######## block 1 ########
block_1/metal_stack.png
Drawn at 6 px/µm. Only two layers are drawn.
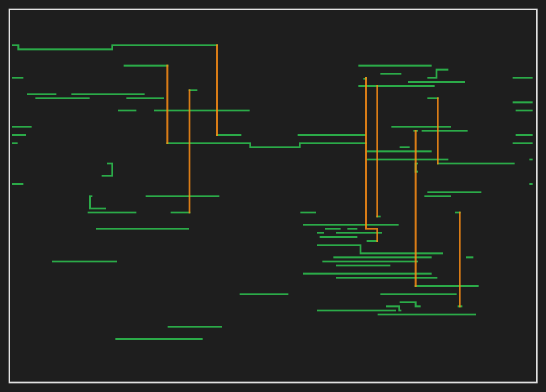

<file path="config.mk">
export PLATFORM = sky130hd
export DESIGN_NAME = ascii_dec_parser
export DESIGN_NICKNAME = d
export VERILOG_FILES = /design/src/rtl/ascii_pkg.sv /design/src/rtl/char_type.sv /design/src/rtl/ascii_dec_parser.sv
export SDC_FILE = /design/constraint.sdc
export NUM_CORES = 1
export LEC_CHECK = 0
export ABC_CLOCK_PERIOD_IN_PS = 9100
export CORE_ASPECT_RATIO = 0.7
export CORE_UTILIZATION = 63
export CTS_BUF_LIST = sky130_fd_sc_hd__clkbuf_8
export DETAILED_ROUTE_END_ITERATION = 8
export GPL_TIMING_DRIVEN = 0
export PLACE_DENSITY = 0.92
export SYNTH_ARGS = -nofsm -noshare
export SYNTH_HDL_FRONTEND = slang
export SYNTH_HIERARCHICAL = 1
export SYNTH_SLANG_ARGS = --single-unit
</file>
<file path="constraint.sdc">
create_clock -name clk -period 9.1 [get_ports clk]
set_input_delay 2.275 -clock clk [delete_from_list [all_inputs] [get_ports clk]]
set_output_delay 2.275 -clock clk [all_outputs]
set_load 0.01 [all_outputs]
</file>
<file path="src/rtl/ascii_pkg.sv">
// ascii_pkg: shared constants and state encoding for the ASCII decimal parser
package ascii_pkg;
  localparam logic [6:0] ASCII_ZERO = 7'h30;
  localparam int DEC_BASE = 10;
  typedef enum logic [1:0] {IDLE, ACCUM, EMIT} parse_state_t;
endpackage

</file>
<file path="src/rtl/char_type.sv">
// char_type: classifies a 7-bit ASCII code; flags decimal digits
module char_type
  import ascii_pkg::*;
(
  input  logic [6:0] code,
  output logic       is_num
);
  assign is_num = code >= ASCII_ZERO && code <= ASCII_ZERO + 7'd9;
endmodule

</file>
<file path="src/rtl/ascii_dec_parser.sv">
// ascii_dec_parser: turns runs of ASCII decimal digits into saturating binary numbers
module ascii_dec_parser
  import ascii_pkg::*;
#(
  parameter int WIDTH = 16,
  parameter int CNT_W = 4
) (
  input  logic             clk,
  input  logic             rst,
  input  logic             in_valid,
  output logic             in_ready,
  input  logic [6:0]       in_code,
  input  logic             in_last,
  output logic             out_valid,
  input  logic             out_ready,
  output logic [WIDTH-1:0] out_data,
  output logic [CNT_W-1:0] out_digits,
  output logic             out_ovf
);
  parse_state_t state, state_n;
  logic [WIDTH-1:0] acc, acc_n, base;
  logic [CNT_W-1:0] cnt, cnt_n;
  logic ovf, ovf_n, is_num, take, sat;
  logic [3:0] d;
  logic [WIDTH+3:0] mac;
  char_type u_char_type (.code(in_code), .is_num(is_num));
  assign take = in_valid && in_ready;
  assign d = 4'(in_code - ASCII_ZERO);
  always_comb begin
    state_n = state;
    acc_n = acc;
    cnt_n = cnt;
    ovf_n = ovf;
    base = state == ACCUM ? acc : '0;
    mac = (WIDTH+4)'(base) * (WIDTH+4)'(DEC_BASE) + (WIDTH+4)'(d);
    // once a run has overflowed, it stays pinned at all ones
    sat = (state == ACCUM && ovf) || |mac[WIDTH+3:WIDTH];
    if (take && is_num) begin
      acc_n = sat ? '1 : mac[WIDTH-1:0];
      cnt_n = state == IDLE ? CNT_W'(1) : (&cnt ? cnt : cnt + 1'b1);
      ovf_n = sat;
      state_n = in_last ? EMIT : ACCUM;
    end else if (take && state == ACCUM) begin
      state_n = EMIT;
    end else if (state == EMIT && out_ready) begin
      state_n = IDLE;
    end
  end
  always_ff @(posedge clk) begin
    if (rst) begin
      state <= IDLE;
      acc <= '0;
      cnt <= '0;
      ovf <= 1'b0;
      in_ready <= 1'b1;
      out_valid <= 1'b0;
      out_data <= '0;
      out_digits <= '0;
      out_ovf <= 1'b0;
    end else begin
      state <= state_n;
      acc <= acc_n;
      cnt <= cnt_n;
      ovf <= ovf_n;
      in_ready <= state_n != EMIT;
      out_valid <= state_n == EMIT;
      out_data <= state_n == EMIT ? acc_n : '0;
      out_digits <= state_n == EMIT ? cnt_n : '0;
      out_ovf <= state_n == EMIT && ovf_n;
    end
  end
endmodule

</file>
######## block 2 ########
--- config.mk ---
export PLATFORM = sky130hd
export DESIGN_NAME = relu_maxpool
export DESIGN_NICKNAME = d
export VERILOG_FILES = /design/src/rtl/conv_pkg.sv /design/src/rtl/pool_addr_gen.sv /design/src/rtl/relu_maxpool.sv
export SDC_FILE = /design/constraint.sdc
export NUM_CORES = 1
export LEC_CHECK = 0
export CORE_UTILIZATION = 40
export DETAILED_ROUTE_END_ITERATION = 8
export DONT_BUFFER_PORTS = 1
export PLACE_DENSITY = 0.55
export SLEW_MARGIN = 10
export SYNTH_ARGS = -nofsm -noshare
export SYNTH_HDL_FRONTEND = slang
export SYNTH_SLANG_ARGS = --single-unit
--- constraint.sdc ---
create_clock -name clk -period 6 [get_ports clk]
set_clock_uncertainty 0.15 [all_clocks]
set_input_delay 1.8 -clock clk [delete_from_list [all_inputs] [get_ports clk]]
set_output_delay 1.8 -clock clk [all_outputs]
set_load 0.01 [all_outputs]
--- src/rtl/conv_pkg.sv ---
// Shared definitions for the convolution / pooling pipeline:
// data format, pipeline state encoding and default image dimensions.
package conv_pkg;

    localparam int DATA_W = 32;      // Q16.16 word
    localparam int FRAC_W = 16;

    // Default image dimensions through the pipeline
    localparam int CONV_IN_W  = 28;  // image fed to the convolution
    localparam int CONV_OUT_W = 26;  // convolution output / pooling input
    localparam int POOL_OUT_W = 13;  // pooled output

    typedef enum logic [2:0] {
        IDLE,
        RD,
        WAIT,
        WR,
        DONE
    } state_t;

    // Clamp negative two's-complement values to zero
    function automatic logic [DATA_W-1:0] relu_fn(input logic [DATA_W-1:0] x);
        return x[DATA_W-1] ? '0 : x;
    endfunction

endpackage

--- src/rtl/pool_addr_gen.sv ---
// Word index of sample k inside the 2x2 pooling window of output (r, c):
// (2r + k[1]) * IN_W + 2c + k[0].
module pool_addr_gen #(
    parameter int IN_W = 26,
    parameter int CW   = 4
) (
    input  logic [CW-1:0] r,
    input  logic [CW-1:0] c,
    input  logic [1:0]    k,
    output logic [31:0]   idx
);

    logic [31:0] row;
    logic [31:0] col;

    // Row/column of the window sample, then raster index
    always_comb begin
        row = (32'(r) << 1) | 32'(k[1]);
        col = (32'(c) << 1) | 32'(k[0]);
        idx = row * 32'(IN_W) + col;
    end

endmodule

--- src/rtl/relu_maxpool.sv ---
// 2x2 stride-2 max pooling (with optional ReLU) of an IN_W x IN_W Q16.16
// map read from M1, written as an (IN_W/2)^2 map to M2.
// Each output: 4 read cycles, 1 wait cycle for the last read, 1 write cycle.
// Build option: define RELU_EN to clamp negative pooled values to zero.
module relu_maxpool
    import conv_pkg::*;
#(
    parameter int          IN_W     = CONV_OUT_W,
    parameter logic [31:0] IN_BASE  = 32'd0,
    parameter logic [31:0] OUT_BASE = 32'd0
) (
    input  logic        clk,
    input  logic        rst,
    input  logic        start,
    output logic        finish,
    output logic        M1_R_req,
    output logic [31:0] M1_addr,
    input  logic [31:0] M1_R_data,
    output logic [3:0]  M1_W_req,
    output logic [31:0] M1_W_data,
    output logic        M2_R_req,
    output logic [31:0] M2_addr,
    input  logic [31:0] M2_R_data,
    output logic [3:0]  M2_W_req,
    output logic [31:0] M2_W_data
);

    localparam int OUT_W = IN_W / 2;
    localparam int NOUT  = OUT_W * OUT_W;
    localparam int CW    = (OUT_W > 1) ? $clog2(OUT_W) : 1;
    localparam int OW    = (NOUT > 1) ? $clog2(NOUT) : 1;

    state_t              state_q, state_d;
    logic [1:0]          k_q, k_d;
    logic [CW-1:0]       r_q, r_d;
    logic [CW-1:0]       c_q, c_d;
    logic [OW-1:0]       o_q, o_d;

    // Read-data tracking: a request issued in cycle t returns data in t+1
    logic                dv_q, dv_d;
    logic [1:0]          dk_q, dk_d;
    logic [DATA_W-1:0]   max_q, max_d;
    logic [DATA_W-1:0]   sample_max;
    logic [DATA_W-1:0]   pooled;

    // Registered outputs
    logic                finish_q, finish_d;
    logic                m1_req_q, m1_req_d;
    logic [31:0]         m1_addr_q, m1_addr_d;
    logic                m2_we_q, m2_we_d;
    logic [31:0]         m2_addr_q, m2_addr_d;
    logic [DATA_W-1:0]   m2_data_q, m2_data_d;

    logic [31:0]         idx_d;
    logic                unused_m2_rdata;

    assign unused_m2_rdata = ^M2_R_data;

    // Address of the read that will be issued in the next cycle
    pool_addr_gen #(
        .IN_W (IN_W),
        .CW   (CW)
    ) u_addr_gen (
        .r   (r_d),
        .c   (c_d),
        .k   (k_d),
        .idx (idx_d)
    );

    // Next state and window / output counters
    always_comb begin
        state_d = state_q;
        k_d     = k_q;
        r_d     = r_q;
        c_d     = c_q;
        o_d     = o_q;
        case (state_q)
            IDLE, DONE: begin
                if (start) begin
                    state_d = RD;
                    k_d     = 2'd0;
                    r_d     = '0;
                    c_d     = '0;
                    o_d     = '0;
                end
            end
            RD: begin
                if (k_q == 2'd3) begin
                    state_d = WAIT;
                end else begin
                    k_d = k_q + 2'd1;
                end
            end
            WAIT: begin
                state_d = WR;
            end
            WR: begin
                if (o_q == OW'(NOUT - 1)) begin
                    state_d = DONE;
                end else begin
                    state_d = RD;
                    k_d     = 2'd0;
                    o_d     = o_q + OW'(1);
                    if (c_q == CW'(OUT_W - 1)) begin
                        c_d = '0;
                        r_d = r_q + CW'(1);
                    end else begin
                        c_d = c_q + CW'(1);
                    end
                end
            end
            default: begin
                state_d = IDLE;
            end
        endcase
    end

    // Running max over the window; ties keep the held value
    always_comb begin
        sample_max = max_q;
        if (dk_q == 2'd0 || $signed(M1_R_data) > $signed(max_q)) begin
            sample_max = M1_R_data;
        end
`ifdef RELU_EN
        pooled = relu_fn(sample_max);
`else
        pooled = sample_max;
`endif
    end

    // Next values of the registered memory-port outputs
    always_comb begin
        dv_d      = (state_q == RD);
        dk_d      = k_q;
        max_d     = dv_q ? sample_max : max_q;
        m2_data_d = (dv_q && dk_q == 2'd3) ? pooled : m2_data_q;
        finish_d  = (state_d == DONE);
        m1_req_d  = (state_d == RD);
        m1_addr_d = m1_req_d ? (IN_BASE + (idx_d << 2)) : m1_addr_q;
        m2_we_d   = (state_d == WR);
        m2_addr_d = m2_we_d ? (OUT_BASE + (32'(o_d) << 2)) : m2_addr_q;
    end

    // State, counters and output registers
    always_ff @(posedge clk or posedge rst) begin
        if (rst) begin
            state_q   <= IDLE;
            k_q       <= '0;
            r_q       <= '0;
            c_q       <= '0;
            o_q       <= '0;
            dv_q      <= 1'b0;
            dk_q      <= '0;
            max_q     <= '0;
            finish_q  <= 1'b0;
            m1_req_q  <= 1'b0;
            m1_addr_q <= '0;
            m2_we_q   <= 1'b0;
            m2_addr_q <= '0;
            m2_data_q <= '0;
        end else begin
            state_q   <= state_d;
            k_q       <= k_d;
            r_q       <= r_d;
            c_q       <= c_d;
            o_q       <= o_d;
            dv_q      <= dv_d;
            dk_q      <= dk_d;
            max_q     <= max_d;
            finish_q  <= finish_d;
            m1_req_q  <= m1_req_d;
            m1_addr_q <= m1_addr_d;
            m2_we_q   <= m2_we_d;
            m2_addr_q <= m2_addr_d;
            m2_data_q <= m2_data_d;
        end
    end

    assign finish    = finish_q;
    assign M1_R_req  = m1_req_q;
    assign M1_addr   = m1_addr_q;
    assign M1_W_req  = 4'b0000;
    assign M1_W_data = '0;
    assign M2_R_req  = 1'b0;
    assign M2_addr   = m2_addr_q;
    assign M2_W_req  = {4{m2_we_q}};
    assign M2_W_data = m2_data_q;

endmodule

######## block 3 ########
### src/rtl/usr_pkg.sv
// Shared types and mode codes for the universal shift register.
// USR_ROTATE_EN enables the ROL/ROR modes; without it they act as HOLD.
package usr_pkg;

   localparam logic [2:0] MODE_HOLD = 3'd0;
   localparam logic [2:0] MODE_LOAD = 3'd1;
   localparam logic [2:0] MODE_SHL  = 3'd2;
   localparam logic [2:0] MODE_SHR  = 3'd3;
   localparam logic [2:0] MODE_ASR  = 3'd4;
   localparam logic [2:0] MODE_ROL  = 3'd5;
   localparam logic [2:0] MODE_ROR  = 3'd6;
   localparam logic [2:0] MODE_RSVD = 3'd7;

   typedef enum logic [2:0] {
      ModeHold = MODE_HOLD,
      ModeLoad = MODE_LOAD,
      ModeShl  = MODE_SHL,
      ModeShr  = MODE_SHR,
      ModeAsr  = MODE_ASR,
      ModeRol  = MODE_ROL,
      ModeRor  = MODE_ROR,
      ModeRsvd = MODE_RSVD
   } usr_mode_e;

   typedef enum logic [1:0] {
      StIdle,
      StShift,
      StDone
   } usr_state_e;

   // Modes that walk through SHIFT one bit per edge.
   function automatic logic is_step_mode(usr_mode_e m);
      case (m)
         ModeShl, ModeShr, ModeAsr: return 1'b1;
`ifdef USR_ROTATE_EN
         ModeRol, ModeRor:          return 1'b1;
`endif
         default:                   return 1'b0;
      endcase
   endfunction

endpackage

### src/rtl/usr_step.sv
// Combinational single-bit shift/rotate step.
// Rotate paths exist only when USR_ROTATE_EN is defined.
module usr_step
   import usr_pkg::*;
#(
   parameter int unsigned WIDTH = 8
) (
   input  logic [WIDTH-1:0] q,
   input  usr_mode_e        mode,
   input  logic             ser_in_l,
   input  logic             ser_in_r,
   output logic [WIDTH-1:0] next_q,
   output logic             out_bit
);

   always_comb begin
      next_q  = q;
      out_bit = 1'b0;
      case (mode)
         ModeShl: begin
            next_q  = {q[WIDTH-2:0], ser_in_l};
            out_bit = q[WIDTH-1];
         end
         ModeShr: begin
            next_q  = {ser_in_r, q[WIDTH-1:1]};
            out_bit = q[0];
         end
         ModeAsr: begin
            next_q  = {q[WIDTH-1], q[WIDTH-1:1]};
            out_bit = q[0];
         end
`ifdef USR_ROTATE_EN
         ModeRol: begin
            next_q  = {q[WIDTH-2:0], q[WIDTH-1]};
            out_bit = q[WIDTH-1];
         end
         ModeRor: begin
            next_q  = {q[0], q[WIDTH-1:1]};
            out_bit = q[0];
         end
`endif
         default: ;
      endcase
   end

endmodule

### src/rtl/univ_shift_reg.sv
// Universal shift register: load, hold, and multi-step shift/rotate with busy/done handshake.
// Define USR_ROTATE_EN to include the ROL/ROR modes.
module univ_shift_reg
   import usr_pkg::*;
#(
   parameter int unsigned WIDTH = 8,
   parameter int unsigned AMT_W = $clog2(WIDTH + 1)
) (
   input  logic             clk,
   input  logic             rst,
   input  logic             start,
   input  logic [2:0]       mode,
   input  logic [AMT_W-1:0] amt,
   input  logic [WIDTH-1:0] load_data,
   input  logic             ser_in_l,
   input  logic             ser_in_r,
   output logic [WIDTH-1:0] q,
   output logic             ser_out,
   output logic             busy,
   output logic             done
);

   usr_state_e       state_q, state_d;
   usr_mode_e        mode_q, mode_d;
   logic [AMT_W-1:0] cnt_q, cnt_d;
   logic [WIDTH-1:0] q_q, q_d;
   logic             ser_q, ser_d;

   logic [WIDTH-1:0] step_q;
   logic             step_bit;
   logic [AMT_W-1:0] amt_clamped;
   usr_mode_e        mode_in;

   assign mode_in     = usr_mode_e'(mode);
   assign amt_clamped = (amt > AMT_W'(WIDTH)) ? AMT_W'(WIDTH) : amt;

   usr_step #(
      .WIDTH (WIDTH)
   ) u_step (
      .q        (q_q),
      .mode     (mode_q),
      .ser_in_l (ser_in_l),
      .ser_in_r (ser_in_r),
      .next_q   (step_q),
      .out_bit  (step_bit)
   );

   always_comb begin
      state_d = state_q;
      mode_d  = mode_q;
      cnt_d   = cnt_q;
      q_d     = q_q;
      ser_d   = ser_q;
      unique case (state_q)
         StIdle: begin
            if (start) begin
               mode_d = mode_in;
               cnt_d  = amt_clamped;
               if (mode_in == ModeLoad) begin
                  q_d     = load_data;
                  state_d = StDone;
               end else if (is_step_mode(mode_in) && (amt != '0)) begin
                  state_d = StShift;
               end else begin
                  state_d = StDone;
               end
            end
         end
         StShift: begin
            q_d   = step_q;
            ser_d = step_bit;
            cnt_d = cnt_q - 1'b1;
            if (cnt_q == AMT_W'(1)) state_d = StDone;
         end
         StDone: state_d = StIdle;
         default: state_d = StIdle;
      endcase
   end

   always_ff @(posedge clk or posedge rst) begin
      if (rst) begin
         state_q <= StIdle;
         mode_q  <= ModeHold;
         cnt_q   <= '0;
         q_q     <= '0;
         ser_q   <= 1'b0;
      end else begin
         state_q <= state_d;
         mode_q  <= mode_d;
         cnt_q   <= cnt_d;
         q_q     <= q_d;
         ser_q   <= ser_d;
      end
   end

   assign q       = q_q;
   assign ser_out = ser_q;
   assign busy    = (state_q != StIdle);
   assign done    = (state_q == StDone);

endmodule

### config.mk
export PLATFORM = sky130hd
export DESIGN_NAME = univ_shift_reg
export DESIGN_NICKNAME = d
export VERILOG_FILES = /design/src/rtl/usr_pkg.sv /design/src/rtl/usr_step.sv /design/src/rtl/univ_shift_reg.sv
export SDC_FILE = /design/constraint.sdc
export NUM_CORES = 1
export LEC_CHECK = 0
export CAP_MARGIN = 5
export CORE_MARGIN = 2
export CORE_UTILIZATION = 51
export CTS_CLUSTER_SIZE = 14
export DETAILED_ROUTE_END_ITERATION = 8
export PLACE_DENSITY = 0.8
export RECOVER_POWER = 50
export SKIP_LAST_GASP = 1
export SLEW_MARGIN = 20
export SYNTH_ARGS = -nofsm -noshare
export SYNTH_HDL_FRONTEND = slang
export SYNTH_HIERARCHICAL = 1
export SYNTH_SLANG_ARGS = --single-unit
### constraint.sdc
create_clock -name clk -period 2.46 [get_ports clk]
set_clock_uncertainty 0.2 [all_clocks]
set_input_delay 0.369 -clock clk [delete_from_list [all_inputs] [get_ports clk]]
set_output_delay 0.369 -clock clk [all_outputs]
set_load 0.005 [all_outputs]
block_1/zoom.png
Region (56, 36) to (76, 56) µm. Cells in grey, sequential cells in the stronger grey; small squares are vias.
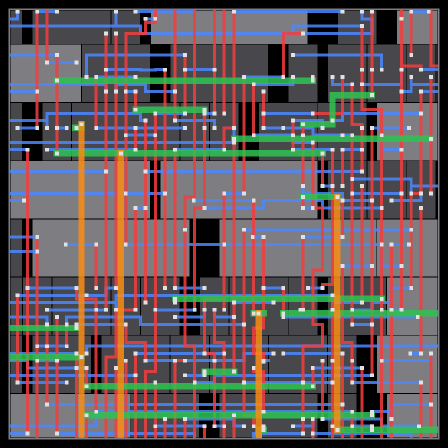
layer	colour
met1	blue
met2	red
met3	green
met4	orange
cells with their middle in the window	42
sequential cells in the window	6
netlist names of flops here include	acc (3), cnt (2)
most frequent	nor2_1 (10), a211oi_1 (6), dfxtp_1 (6)

## Picture notes: block_1/metal_stack.png
layer	colour	wire length
met4	orange	151 µm
met3	green	567 µm
final WL: 8610 µm
Global Route Usage Sum: 32.6%
via count: 3060

==> qor.txt, block 1 <==
met2 WL: 3960 µm
synth warn: 6
area fraction in xor and xnor cells: 7.85%
Biggest Area Class: logic gates
r2r endpoint: acc[14]
final worst setup slack: 3.89 ns
worst r2r src: state[0]
Seq/Total Area, Yosys: 28.4%
Worst setup endpoint: acc[14]
Max Fclk: 192 MHz
final hold vios: 0
flop share of the area: 24.4%
status: finished clean
CP max-delay cell: clkdlybuf4s50_1
Worst R2R Path Depth: 16
max incr delay on CP: 0.60 ns
synthesized area per cell: 8.56 µm²
sw frac: 23.1%
[block 1: state kept, by name, indices dropped and copies added, names as in the netlist]
signal and flops:
in_ready 1, out_ovf 1, acc 16, cnt 4
state 2, out_valid 1, ovf 1, out_digits 4
out_data 16
[block 1: cell usage in the layout, fill, tap and decap left out, drive strengths merged, types with 2 or more instances in the layout]
cell type and n:
ha 26, and2 15, clkbuf 15, dfxtp 46, nand3 10, a211oi 32, buf 8, a211o 2
nor4 2, and4b 2, a21o 5, dlygate4sd3 2, a21oi 17, o21bai 2, clkdlybuf4s50 34, o32ai 2
and3 8, nand2 22, nand2b 5, o21ai 21, inv 14, and2b 2, o211ai 2, xnor2 20
nor3 6, xor2 9, nand4 4, a31oi 10, o2111ai 2, nor2 50, nor3b 3
[block 1: power by group through the flow]
stage | sequential (W) | clock, W | combinational, W
finish | 0.000206 | 0.000156 | 0.0000238
global route | 0.000207 | 0.000164 | 0.0000254
CTS | 0.000206 | 0.000155 | 0.0000231
detailed placement | 0.000211 | 0 | 0.0000225
global placement | 0.000211 | 0 | 0.0000215
floorplan | 0.000210 | 0 | 0.0000125
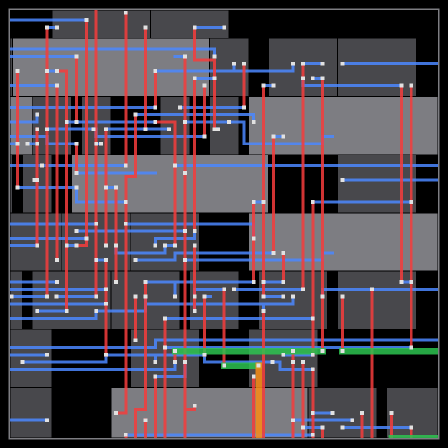
block_3/zoom.png
Region (33, 33) to (53, 53) µm. Cells in grey, sequential cells in the stronger grey; small squares are vias.
layer	colour
met2	red
met3	green
met4	orange
met1	blue
netlist names of flops here include	q (3), cnt_q (2)
most frequent	dfrtp_1 (5)
sequential cells in the window	5
cells with their middle in the window	27

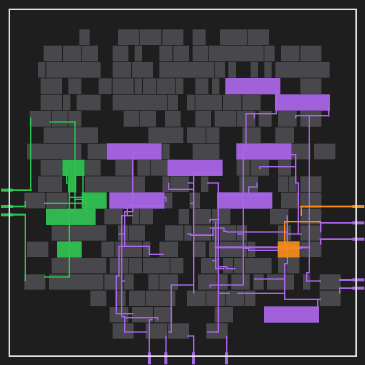
block_3/port_nets.png
Drawn at 6 px/µm.
port	colour	bits	direction	edge	end cells	wire
q	purple	8	output	4 south, 4 east	8	408 µm
ser_in_r	orange	1	input	east	1	20.9 µm
mode	green	3	input	west	6	99.5 µm
port bufs: 30
# IOs: 31

==> qor.txt, block 3 <==
dpl cell area: 1760 µm²
Crit. End Element: register
pre-CTS WS: 0.322 ns
status: finished clean
CP max-delay cell: dfrtp_1
HP Class: register to register
Synth top cell by count: dfrtp_1
crit path launch type: register
Max FO, Critical Path: 19
clock latency (worst-skew pair): 0.30 ns
mux share: 4.44%
clock period minus worst slack: 2.19 ns
routability cong.: 0.783
worst hold slack: 0.328 ns
routed length per instance: 17.0 µm
leak pwr: 0.667 nW
Max-Cap Viols: 0
Floorplan Nets: 176
adder share: 1.71%
met3 GRT Util: 3.40%
post-CTS sizing: 0
Worst-Margin Slew: 0.722 ns
Die Size: 3310 µm²
met1 Use GR: 31.3%
cts bufs inserted: 3
## block 3: worst max-delay path, delay by kind of cell, from the launching register on
family / cells / cell delay [ns]
flops: 1 / 0.64
compound gates: 4 / 0.53
simple gates: 2 / 0.49
buf+inv: 1 / 0.23
## block 3: final timing paths
kind / cells after the start / startpoint / slack, ns / end
max in group asynchronous: 2 / rst / 1.18 / state_q[0]
hold reg to reg: 1 / ser_out / 0.33 / ser_out
setup / recovery: 7 / mode_q[2] / 0.27 / q[0]
hold / removal: 1 / ser_out / 0.33 / ser_out
setup reg to reg: 7 / mode_q[2] / 0.27 / q[0]
min in group asynchronous: 2 / rst / 0.42 / q[3]
## block 3: cell type report
cell class,instances,area [µm²]
fill,244,948
multi-input combinational,117,898
sequential,18,450
timing repair buffer,35,335
tap,31,38.8
clock buffer,4,36.3
inverter,7,26.3
## block 3: flip-flops by register name, indices dropped and copies added, names as in the netlist
signal,flops
cnt_q,4
mode_q,3
state_q,2
ser_out,1
q,8
## block 3: per-layer routing
layer,vias up,part of all wire [%]
li1,623,-
met1,599,44
met2,54,49
met3,8,5.7
met4,0,1.6
met5,-,0
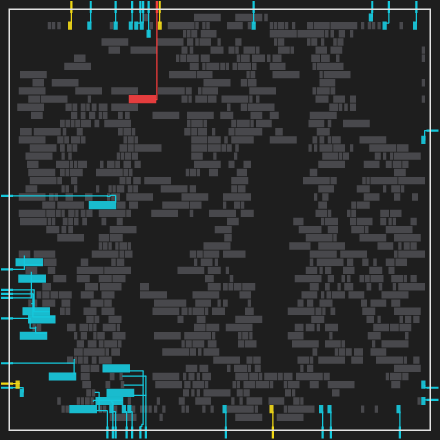
block_2/port_nets.png
Drawn at 3 px/µm.
port	colour	bits	direction	edge	end cells	wire
finish	red	1	output	north	1	30.1 µm
M1_W_req	yellow	4	output	2 north, 1 south, 1 west	4	17.0 µm
M1_addr	cyan	32	output	11 south, 10 north, 8 west, 3 east	32	358 µm
port bufs: 0
# IOs: 206

==> qor.txt, block 2 <==
1st-iter DRT viols: 161
# diodes: 0
Global Route Usage Sum: 17.5%
grt ovf: 0
met2 WL: 8950 µm
max incr delay on CP: 0.55 ns
TritonRoute pass-1 iters: 5
leak pwr: 3.70 nW
number of remaining DRC errors: 0
Die Size: 19600 µm²
Power Total: 0.00390 W
number of core rows: 50
met1 Use GR: 20.6%
Most used DFF post-synth: dfrtp_1
worst endpoint required time: 6.13 ns
r2r endpoint: M1_addr[11]
Max-Cap Viols: 0
clock latency (worst-skew pair): 0.35 ns
Reg clk slew, reported paths: 0.08 ns
status: finished clean
DR WL met3: 958 µm
CP arrival: 5.07 ns
Crit path depth: 15
final WL: 16900 µm
ys async rst share: 100%
post-CTS sizing: 0
Cell Count, Final, Fillers Out: 993
hold path endpoint: dk_q[1]
pre-CTS WS: 0.680 ns
Top area cell types: dfrtp_1 (36%), ha_1 (9.1%), buf_4 (8.5%), mux2_2 (6.5%), mux2_4 (5.9%)
Met1 Routed Length: 6820 µm
Worst-Margin Slew: 1.01 ns
Max Fclk: 203 MHz
YS chip area: 7600 µm²
-- block 2: cell usage after synthesis (2+ instances only) --
cell / number
nand3b_1: 2
buf_6: 6
inv_1: 49
o22ai_1: 3
clkbuf_1: 26
buf_1: 2
mux2_2: 44
a31oi_1: 34
a21oi_1: 36
nand4_1: 8
ha_1: 55
nand3_2: 2
dfrtp_1: 110
nor2_1: 17
o311ai_0: 32
buf_4: 86
a22o_1: 4
fa_1: 3
nand2_1: 92
a21o_1: 7
nor2b_1: 35
o31ai_1: 3
xnor2_1: 10
buf_2: 3
nand2b_1: 5
mux2_4: 30
nand3_1: 9
o21ai_0: 29
and3_1: 5
-- block 2: power breakdown --
part | switching (W) | total [W] | internal [W]
combinational | 0.00103 | 0.00190 | 0.000872
clock | 0.000289 | 0.000618 | 0.000329
sequential | 0.000333 | 0.00138 | 0.00105
total | 0.00165 | 0.00390 | 0.00225
-- block 2: cell type report --
cell class / count / area (µm²)
Clock buffer: 10 / 229
Clock inverter: 6 / 70.1
Fill cell: 1823 / 10900
Inverter: 50 / 190
Multi-Input combinational cell: 571 / 4140
Sequential cell: 110 / 2750
Tap cell: 234 / 293
Timing Repair Buffer: 12 / 103

==> layout pictures side by side <==
Met2 routing.
shot_01.png
Drawn at 4 px/µm.
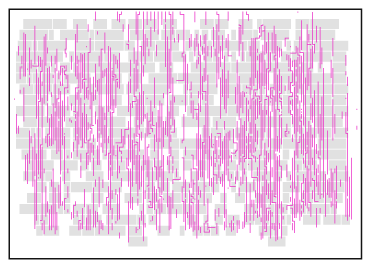
shot_02.png
Drawn at 6 px/µm.
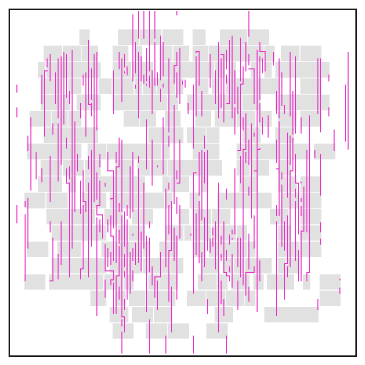
shot_03.png
Drawn at 3 px/µm.
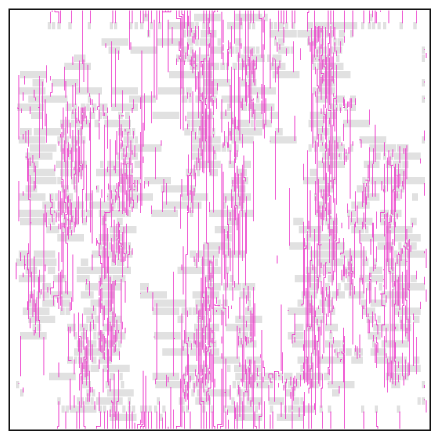
The one with the largest die is shot_03.png.
The one with the smallest die is shot_02.png.
block 3 -> shot_02.png
block 2 -> shot_03.png
block 1 -> shot_01.png

Key to shot_02.png:
nets with wire on the layer	176
main direction	vertical
longest straight run	43.5 µm


######## block 4 ########
===== src/rtl/dir_input_unit.sv =====
// dir_input_unit: synchronise, debounce and queue push-button presses as one-hot direction events.
// Optional auto-repeat of a single held key is enabled by defining DIR_AUTOREPEAT_EN.
`default_nettype none
`timescale 1ns/1ps

module dir_input_unit #(
  parameter int NUM_KEYS             = 4,
  parameter int KEY_ACTIVE_LOW       = 1,
  parameter int DEBOUNCE_CYCLES      = 250000,
  parameter int FIFO_DEPTH           = 4,
  parameter int REPEAT_DELAY_CYCLES  = 25000000,
  parameter int REPEAT_PERIOD_CYCLES = 12500000
) (
  input  logic                          clock,
  input  logic                          resetn,
  input  logic [NUM_KEYS-1:0]           key_in,
  input  logic                          clear,
  input  logic                          dir_ready,
  output logic                          dir_valid,
  output logic [NUM_KEYS-1:0]           dir_onehot,
  output logic [$clog2(FIFO_DEPTH):0]   level,
  output logic                          overflow
);

  localparam int CNT_W = $clog2(DEBOUNCE_CYCLES + 1);
  localparam int AW    = $clog2(FIFO_DEPTH);
  localparam logic [CNT_W-1:0] DB_LAST  = CNT_W'(DEBOUNCE_CYCLES - 1);
  localparam logic [AW:0]      LVL_FULL = (AW + 1)'(FIFO_DEPTH);

  logic [NUM_KEYS-1:0] pressed_raw;
  logic [NUM_KEYS-1:0] sync1, sync2;
  logic [NUM_KEYS-1:0] stable, stable_nxt, rise;
  logic [CNT_W-1:0]    db_cnt     [NUM_KEYS];
  logic [CNT_W-1:0]    db_cnt_nxt [NUM_KEYS];
  logic [NUM_KEYS-1:0] rep_vec;
  logic [NUM_KEYS-1:0] ev_a, sel;
  logic                multi;
  logic [NUM_KEYS-1:0] ev_b;
  logic                ev_b_valid, ev_b_multi;

  assign pressed_raw = (KEY_ACTIVE_LOW != 0) ? ~key_in : key_in;

  always_comb begin
    stable_nxt = stable;
    rise       = '0;
    for (int i = 0; i < NUM_KEYS; i++) begin
      db_cnt_nxt[i] = '0;
      if (sync2[i] != stable[i]) begin
        if (db_cnt[i] == DB_LAST) begin
          stable_nxt[i] = sync2[i];
          rise[i]       = sync2[i];
        end else begin
          db_cnt_nxt[i] = db_cnt[i] + CNT_W'(1);
        end
      end
    end
  end

  always_ff @(posedge clock or negedge resetn) begin
    if (!resetn) begin
      sync1  <= '0;
      sync2  <= '0;
      stable <= '0;
      for (int i = 0; i < NUM_KEYS; i++) db_cnt[i] <= '0;
    end else begin
      sync1  <= pressed_raw;
      sync2  <= sync1;
      stable <= stable_nxt;
      for (int i = 0; i < NUM_KEYS; i++) db_cnt[i] <= db_cnt_nxt[i];
    end
  end

`ifdef DIR_AUTOREPEAT_EN
  localparam int REP_MAX = (REPEAT_DELAY_CYCLES > REPEAT_PERIOD_CYCLES) ?
                           REPEAT_DELAY_CYCLES : REPEAT_PERIOD_CYCLES;
  localparam int RW = $clog2(REP_MAX + 1);
  localparam logic [RW-1:0] REP_D_LAST = RW'(REPEAT_DELAY_CYCLES - 1);
  localparam logic [RW-1:0] REP_P_LAST = RW'(REPEAT_PERIOD_CYCLES - 1);

  logic [RW-1:0] rep_cnt;
  logic          rep_first, one_held, rep_hit;

  // Counter restarts from zero the edge a lone key's press is registered.
  assign one_held = (stable != '0) && ((stable & (stable - NUM_KEYS'(1))) == '0);
  assign rep_hit  = one_held && (rep_first ? (rep_cnt == REP_D_LAST) : (rep_cnt == REP_P_LAST));
  assign rep_vec  = rep_hit ? stable : '0;

  always_ff @(posedge clock or negedge resetn) begin
    if (!resetn) begin
      rep_cnt   <= '0;
      rep_first <= 1'b1;
    end else if (!one_held) begin
      rep_cnt   <= '0;
      rep_first <= 1'b1;
    end else if (rep_hit) begin
      rep_cnt   <= '0;
      rep_first <= 1'b0;
    end else begin
      rep_cnt   <= rep_cnt + RW'(1);
    end
  end
`else
  logic unused_repeat_cfg;
  assign unused_repeat_cfg = ^{REPEAT_DELAY_CYCLES, REPEAT_PERIOD_CYCLES};
  assign rep_vec = '0;
`endif

  // Lowest index wins; any other simultaneous event is reported as a drop.
  assign sel   = ev_a & (~ev_a + NUM_KEYS'(1));
  assign multi = |(ev_a & ~sel);

  always_ff @(posedge clock or negedge resetn) begin
    if (!resetn) begin
      ev_a       <= '0;
      ev_b       <= '0;
      ev_b_valid <= 1'b0;
      ev_b_multi <= 1'b0;
    end else begin
      ev_a       <= rise | rep_vec;
      ev_b       <= sel;
      ev_b_valid <= |ev_a;
      ev_b_multi <= multi;
    end
  end

  logic [NUM_KEYS-1:0] mem [FIFO_DEPTH];
  logic [AW:0]         wptr, rptr;
  logic                full, pop, push, drop;

  assign level      = wptr - rptr;
  assign full       = (level == LVL_FULL);
  assign dir_valid  = (wptr != rptr);
  assign pop        = dir_valid && dir_ready;
  assign push       = ev_b_valid && (!full || pop);
  assign drop       = ev_b_valid && ((full && !pop) || ev_b_multi);
  assign dir_onehot = dir_valid ? mem[rptr[AW-1:0]] : '0;

  always_ff @(posedge clock or negedge resetn) begin
    if (!resetn) begin
      wptr     <= '0;
      rptr     <= '0;
      overflow <= 1'b0;
    end else if (clear) begin
      wptr     <= '0;
      rptr     <= '0;
      overflow <= 1'b0;
    end else begin
      if (push) wptr <= wptr + (AW + 1)'(1);
      if (pop)  rptr <= rptr + (AW + 1)'(1);
      if (drop) overflow <= 1'b1;
    end
  end

  always_ff @(posedge clock) begin
    if (push && !clear) mem[wptr[AW-1:0]] <= ev_b;
  end

endmodule

`default_nettype wire

===== config.mk =====
export PLATFORM = sky130hd
export DESIGN_NAME = dir_input_unit
export DESIGN_NICKNAME = d
export VERILOG_FILES = /design/src/rtl/dir_input_unit.sv
export SDC_FILE = /design/constraint.sdc
export NUM_CORES = 1
export LEC_CHECK = 0
export CORE_UTILIZATION = 40
export DETAILED_ROUTE_END_ITERATION = 12
export GPL_TIMING_DRIVEN = 0
export PLACE_DENSITY = 0.66
export REMOVE_ABC_BUFFERS = 1
export SLEW_MARGIN = 5
export SYNTH_ARGS = -nofsm -noshare
export SYNTH_HDL_FRONTEND = slang
export SYNTH_SLANG_ARGS = --single-unit

===== constraint.sdc =====
create_clock -name clock -period 1.95 [get_ports clock]
set_input_delay 0.4875 -clock clock [delete_from_list [all_inputs] [get_ports clock]]
set_output_delay 0.4875 -clock clock [all_outputs]
set_load 0.005 [all_outputs]

######## block 5 ########
[config.mk]
export PLATFORM = sky130hd
export DESIGN_NAME = array2d_scan_reader_flat
export DESIGN_NICKNAME = d
export VERILOG_FILES = /design/src/rtl/array2d_pkg.sv /design/src/rtl/array2d_scan_reader_if.sv /design/src/rtl/array2d_store.sv /design/src/rtl/array2d_scan_reader.sv /design/src/flat_wrapper.sv
export SDC_FILE = /design/constraint.sdc
export NUM_CORES = 1
export LEC_CHECK = 0
export ABC_AREA = 1
export CORE_MARGIN = 4
export CORE_UTILIZATION = 30
export CTS_BUF_LIST = sky130_fd_sc_hd__clkbuf_2
export CTS_CLUSTER_SIZE = 10
export DETAILED_ROUTE_END_ITERATION = 6
export PLACE_DENSITY_LB_ADDON = 0.12
export SETUP_SLACK_MARGIN = 0.4
export SLEW_MARGIN = 30
export SYNTH_ARGS = -nofsm -noshare
export SYNTH_HDL_FRONTEND = slang
export SYNTH_SLANG_ARGS = --single-unit
[constraint.sdc]
create_clock -name clk -period 2.05 [get_ports clk]
set_input_delay 0.3075 -clock clk [delete_from_list [all_inputs] [get_ports clk]]
set_output_delay 0.3075 -clock clk [all_outputs]
set_load 0.02 [all_outputs]
[src/rtl/array2d_pkg.sv]
// Shared types for the 2D array scan reader.
// Scan FSM state enum and the index-width helper.
package array2d_pkg;

  typedef enum logic [1:0] {
    IDLE,
    SCAN,
    DONE
  } scan_state_e;

  function automatic int idx_w(input int n);
    return (n <= 1) ? 1 : $clog2(n);
  endfunction

endpackage

[src/rtl/array2d_scan_reader_if.sv]
// Output stream bundle of the scan reader.
// valid/ready handshake plus data, row, col, last.
interface array2d_scan_reader_if #(
  parameter int W  = 8,
  parameter int RW = 2,
  parameter int CW = 2
);

  logic          out_valid;
  logic          out_ready;
  logic [W-1:0]  out_data;
  logic [RW-1:0] out_row;
  logic [CW-1:0] out_col;
  logic          out_last;

  modport master (
    output out_valid,
    output out_data,
    output out_row,
    output out_col,
    output out_last,
    input  out_ready
  );

  modport slave (
    input  out_valid,
    input  out_data,
    input  out_row,
    input  out_col,
    input  out_last,
    output out_ready
  );

endinterface

[src/rtl/array2d_store.sv]
// ROWS x COLS cell array: range-checked write port,
// combinational read port with same-edge write bypass.
module array2d_store
  import array2d_pkg::*;
#(
  parameter  int ROWS = 4,
  parameter  int COLS = 4,
  parameter  int W    = 8,
  localparam int RW   = idx_w(ROWS),
  localparam int CW   = idx_w(COLS)
) (
  input  logic          clk,
  input  logic          rst_n,
  input  logic          wr_en,
  input  logic [RW-1:0] wr_row,
  input  logic [CW-1:0] wr_col,
  input  logic [W-1:0]  wr_data,
  input  logic [RW-1:0] rd_row,
  input  logic [CW-1:0] rd_col,
  output logic [W-1:0]  rd_data
);

  logic [W-1:0] mem [ROWS][COLS];
  logic         wr_ok;

  // indices beyond the array are dropped
  assign wr_ok = wr_en
              && (int'(wr_row) < ROWS)
              && (int'(wr_col) < COLS);

  always_ff @(posedge clk or negedge rst_n) begin
    if (!rst_n) begin
      for (int r = 0; r < ROWS; r++)
        for (int c = 0; c < COLS; c++)
          mem[r][c] <= '0;
    end else begin
      for (int r = 0; r < ROWS; r++)
        for (int c = 0; c < COLS; c++)
          if (wr_ok
              && wr_row == RW'(r)
              && wr_col == CW'(c))
            mem[r][c] <= wr_data;
    end
  end

  always_comb begin
    rd_data = '0;
    for (int r = 0; r < ROWS; r++)
      for (int c = 0; c < COLS; c++)
        if (rd_row == RW'(r) && rd_col == CW'(c))
          rd_data = mem[r][c];
    // a write landing on the cell being read wins
    if (wr_ok && wr_row == rd_row && wr_col == rd_col)
      rd_data = wr_data;
  end

endmodule

[src/rtl/array2d_scan_reader.sv]
// Streams a ROWS x COLS array out in row-major order.
// Ports: clk, rst_n, write port, start/busy/done, os stream.
module array2d_scan_reader
  import array2d_pkg::*;
#(
  parameter  int ROWS = 4,
  parameter  int COLS = 4,
  parameter  int W    = 8,
  localparam int RW   = idx_w(ROWS),
  localparam int CW   = idx_w(COLS)
) (
  input  logic                  clk,
  input  logic                  rst_n,
  input  logic                  wr_en,
  input  logic [RW-1:0]         wr_row,
  input  logic [CW-1:0]         wr_col,
  input  logic [W-1:0]          wr_data,
  input  logic                  start,
  output logic                  busy,
  output logic                  done,
  array2d_scan_reader_if.master os
);

  localparam logic [RW-1:0] LAST_R = RW'(ROWS - 1);
  localparam logic [CW-1:0] LAST_C = CW'(COLS - 1);

  scan_state_e   state_q;
  scan_state_e   state_d;
  logic          hs;
  logic          load;
  logic          fin;
  logic [RW-1:0] rd_row;
  logic [CW-1:0] rd_col;
  logic [W-1:0]  rd_data;

  assign hs = os.out_valid && os.out_ready;

  array2d_store #(
    .ROWS(ROWS),
    .COLS(COLS),
    .W   (W)
  ) u_store (
    .clk    (clk),
    .rst_n  (rst_n),
    .wr_en  (wr_en),
    .wr_row (wr_row),
    .wr_col (wr_col),
    .wr_data(wr_data),
    .rd_row (rd_row),
    .rd_col (rd_col),
    .rd_data(rd_data)
  );

  always_ff @(posedge clk or negedge rst_n) begin
    if (!rst_n) state_q <= IDLE;
    else        state_q <= state_d;
  end

  always_comb begin
    state_d = state_q;
    unique case (state_q)
      IDLE:    if (start) state_d = SCAN;
      SCAN:    if (hs && os.out_last) state_d = DONE;
      DONE:    state_d = IDLE;
      default: state_d = IDLE;
    endcase
  end

  // rd_row/rd_col select the cell loaded on this edge
  always_comb begin
    load   = 1'b0;
    fin    = 1'b0;
    rd_row = '0;
    rd_col = '0;
    busy   = (state_q == SCAN);
    done   = (state_q == DONE);
    unique case (1'b1)
      (state_q == IDLE) && start: begin
        load = 1'b1;
      end
      (state_q == SCAN) && hs && !os.out_last: begin
        load = 1'b1;
        if (os.out_col == LAST_C) begin
          rd_row = os.out_row + 1'b1;
        end else begin
          rd_row = os.out_row;
          rd_col = os.out_col + 1'b1;
        end
      end
      (state_q == SCAN) && hs && os.out_last: begin
        fin = 1'b1;
      end
      default: ;
    endcase
  end

  always_ff @(posedge clk or negedge rst_n) begin
    if (!rst_n) begin
      os.out_valid <= 1'b0;
      os.out_data  <= '0;
      os.out_row   <= '0;
      os.out_col   <= '0;
      os.out_last  <= 1'b0;
    end else if (load) begin
      os.out_valid <= 1'b1;
      os.out_data  <= rd_data;
      os.out_row   <= rd_row;
      os.out_col   <= rd_col;
      os.out_last  <= (rd_row == LAST_R)
                   && (rd_col == LAST_C);
    end else if (fin) begin
      os.out_valid <= 1'b0;
    end
  end

endmodule

[src/flat_wrapper.sv]
// flat-port wrapper written by rule: the top's interface ports become plain ports
module array2d_scan_reader_flat import array2d_pkg::*;
#(
  parameter  int ROWS = 4,
  parameter  int COLS = 4,
  parameter  int W    = 8,
  localparam int RW   = idx_w(ROWS),
  localparam int CW   = idx_w(COLS)
)
  (clk, rst_n, wr_en, wr_row, wr_col, wr_data, start, busy, done, os_out_valid, os_out_data, os_out_row, os_out_col, os_out_last, os_out_ready);
  array2d_scan_reader_if #(.W(W), .RW(2), .CW(2)) os_i ();
  input  logic clk;
  input  logic rst_n;
  input  logic wr_en;
  input  logic [RW-1:0] wr_row;
  input  logic [CW-1:0] wr_col;
  input  logic [W-1:0] wr_data;
  input  logic start;
  output logic busy;
  output logic done;
  output wire logic [$bits(os_i.out_valid)-1:0] os_out_valid;
  output wire logic [$bits(os_i.out_data)-1:0] os_out_data;
  output wire logic [$bits(os_i.out_row)-1:0] os_out_row;
  output wire logic [$bits(os_i.out_col)-1:0] os_out_col;
  output wire logic [$bits(os_i.out_last)-1:0] os_out_last;
  input wire logic [$bits(os_i.out_ready)-1:0] os_out_ready;
  assign os_out_valid = os_i.out_valid;
  assign os_out_data = os_i.out_data;
  assign os_out_row = os_i.out_row;
  assign os_out_col = os_i.out_col;
  assign os_out_last = os_i.out_last;
  assign os_i.out_ready = os_out_ready;
  array2d_scan_reader #(.ROWS(ROWS), .COLS(COLS), .W(W)) u_core (.clk(clk), .rst_n(rst_n), .wr_en(wr_en), .wr_row(wr_row), .wr_col(wr_col), .wr_data(wr_data), .start(start), .busy(busy), .done(done), .os(os_i));
endmodule

==> layout pictures side by side <==
Nets reached from selected ports.
image #1
Drawn at 2 px/µm.
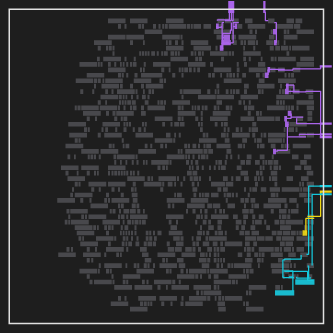
image #2
Drawn at 3 px/µm.
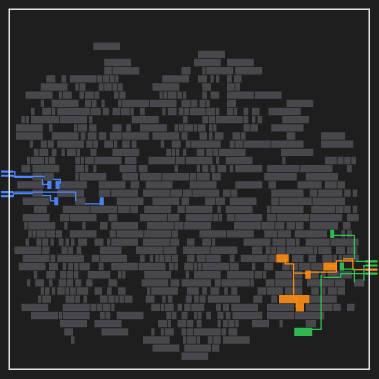
The one with the largest die is image #1.
The one with the most cells is image #1.
- image #1 = block 5
- image #2 = block 4

block_4/final_clocks.png
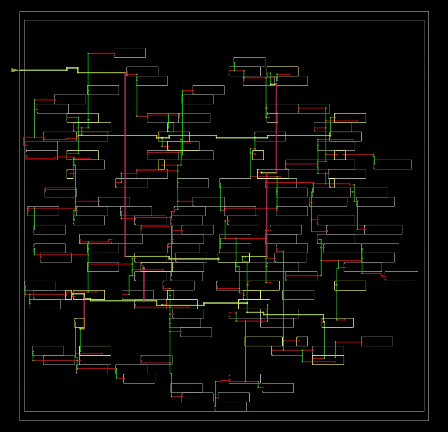
Flops: 117
clk sinks: 117

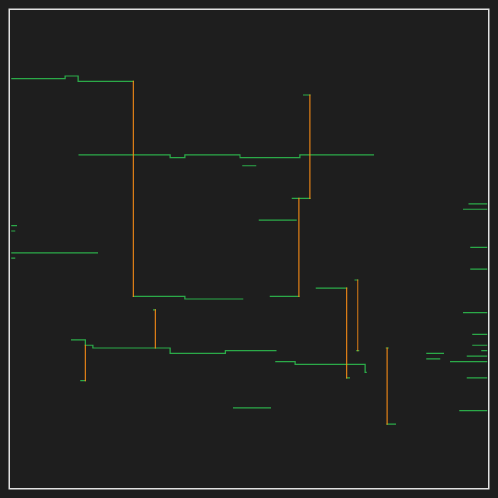
block_4/metal_stack.png
Drawn at 4 px/µm. Only two layers are drawn.
layer	colour	wire length
met3	green	353 µm
met4	orange	182 µm
Global Route Usage Sum: 16.4%
routed length per instance: 13.9 µm

==> qor.txt, block 4 <==
status: finished with violations
failing checks: negative setup slack
Worst-Margin Slew: 0.558 ns
placed cell count: 693
ys cells: 511
area fraction in compound gates: 6.16%
# setup viols final: 45
and+or+nand+nor area frac: 22.2%
Synth top cell by count: dfrtp_1
Max Fclk: 435 MHz
largest net degree at the start of global routing: 61
PwrDens: 833 nW/µm²
TritonCTS clock tree: yes
sw frac: 21.1%
synth warn: 0
final worst setup slack: -0.346 ns
-- block 4: metrics by stage --
stage | TNS, ns | total power [W] | utilization, % | worst slack, ns
after floorplan | -4.17 | 0.00262 | - | -0.244
after global placement | -357.05 | 0.00269 | 43.8 | -3.30
after detailed placement | -22.14 | 0.00271 | 44.1 | -0.515
after CTS | -6.62 | 0.00582 | 51.0 | -0.335
after global routing | -11.21 | 0.00595 | 51.8 | -0.386
final | -9.04 | 0.00576 | 51.8 | -0.346
-- block 4: cell type report --
class	count	share of cell area (%)
Clock inverter	12	1.85
Timing Repair Buffer	44	5.69
Clock buffer	20	6.77
Inverter	22	1.20
Multi-Input combinational cell	361	37.7
Tap cell	176	3.19
Sequential cell	117	43.6
-- block 4: worst max-delay path by stage --
stage          startpoint             to  slack [ns]  depth (start not counted)
3_5_place_dp    dir_ready      mem[0][1]       -0.52                          5
6_report          rptr[1]      mem[1][0]       -0.35                          7
2_1_floorplan     rptr[0]      mem[0][0]       -0.24                          6
3_3_place_gp       resetn     db_cnt[58]       -3.30                          1
5_1_grt           rptr[0]  dir_onehot[0]       -0.39                          5
4_1_cts           rptr[0]  dir_onehot[0]       -0.34                          5
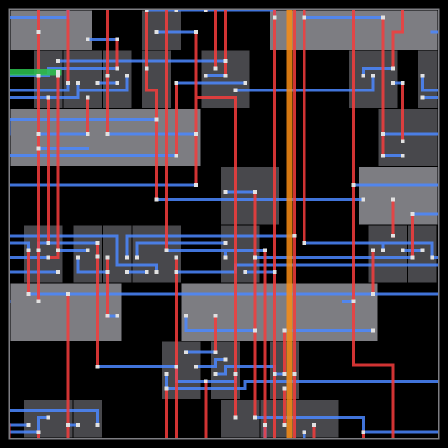
block_5/zoom.png
Region (107, 107) to (127, 127) µm. Cells in grey, sequential cells in the stronger grey; small squares are vias.
layer	colour
met1	blue
met2	red
met3	green
met4	orange
netlist names of flops here include	u_core.u_store.mem (3), u_core.os.out_data (1)
cells with their middle in the window	28
sequential cells in the window	4
most frequent	nand2_1 (8), o21ai_0 (4), dfrtp_1 (4)

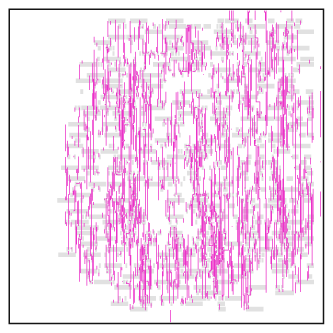
block_5/met2.png
Drawn at 2 px/µm.
wire length on this layer	9070 µm
main direction	vertical
share of all routed wire	45%
nets with wire on the layer	722

==> qor.txt, block 5 <==
area fraction in compound gates: 13.6%
status: finished with violations
# setup viols final: 8
peak supply drop: 0.271 mV
clock group power: 0.00153 W
global-route layer with the greatest usage: met2
final worst setup slack: -0.353 ns
worst hold slack: 0.196 ns
failing checks: negative setup slack
PwrDens: 704 nW/µm²
TritonRoute pass-1 iters: 5
YS chip area: 6610 µm²
hold path endpoint: u_core.state_q[0]
WS Path Type: register to register
Top cell area share: 54.5%
number of remaining DRC errors: 0
TritonCTS clock tree: yes
clock period minus worst slack: 2.40 ns
Most used DFF post-synth: dfrtp_1
Comb pwr share: 14.9%
grt ovf: 0
final WL: 20000 µm
first-pass GRT wire length: 32600 µm
uppermost layer routed: met4
RSZ-0062 raised after global routing: yes
Max Fclk: 416 MHz
most frequent cells in the layout: nand2_1 (244), dfrtp_1 (141), o21ai_0 (133), buf_4 (81), nor2_1 (54)
synthesized netlist cell count: 816
block 5: cells by family after synthesis:
logic type,Yosys count
AOI/OAI and AO/OA,172
xor gates and xnor gates,2
adders and majority gates,1
buffers and inverters,92
DFF,144
and+or+nand+nor,405
block 5: cell type report:
| type | instances | area, µm² | share of cell area, % |
|---|---|---|---|
| Sequential cell | 144 | 3610 | 41.5 |
| Clock inverter | 14 | 115 | 1.33 |
| Timing Repair Buffer | 144 | 1390 | 16.0 |
| Clock buffer | 18 | 90.1 | 1.04 |
| Antenna cell | 1 | 2.50 | 0.0288 |
| Inverter | 62 | 238 | 2.74 |
| Multi-Input combinational cell | 580 | 2900 | 33.3 |
| Tap cell | 280 | 350 | 4.03 |
block 5: worst reg2reg max path, cell delays in order (launching register included):
cell     delay, ns
dfrtp_2       0.48
ha_4          0.19
nand2_1       0.08
nand2_2       0.07
o21ai_4       0.31
buf_6         0.15
buf_4         0.12
nand2_1       0.07
nor2_1        0.11
nor2_1        0.06
nand4_1       0.09
nand2_1       0.07
nand3_1       0.07
nand2_1       0.07
nand3_1       0.08
nand2_1       0.07
nand3_2       0.06
nand2_1       0.05
a21oi_1       0.13


## Gallery

Clock wiring as the flow saved it.
picture 1
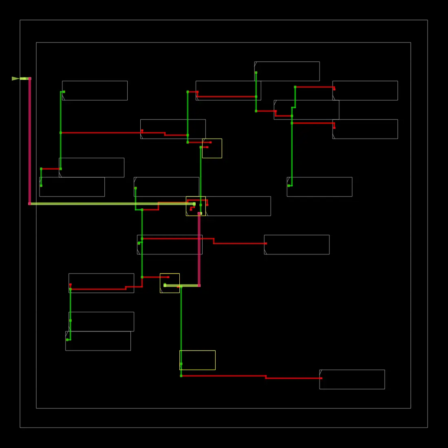
picture 2
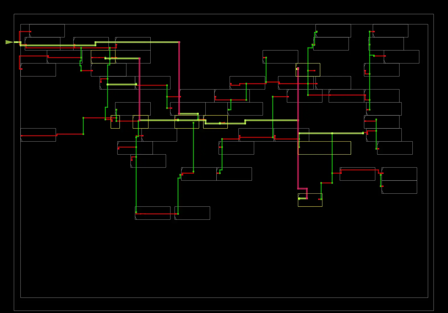
picture 3
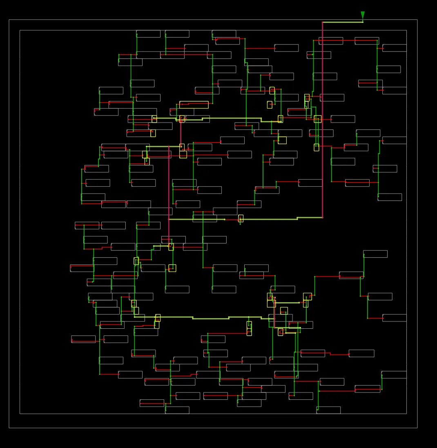
picture 4
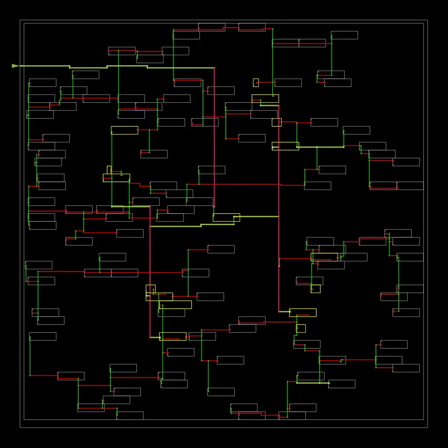
picture 3 -> block 5
picture 2 -> block 1
picture 4 -> block 2
picture 1 -> block 3

Power is estimated from default activity; no workload was simulated.
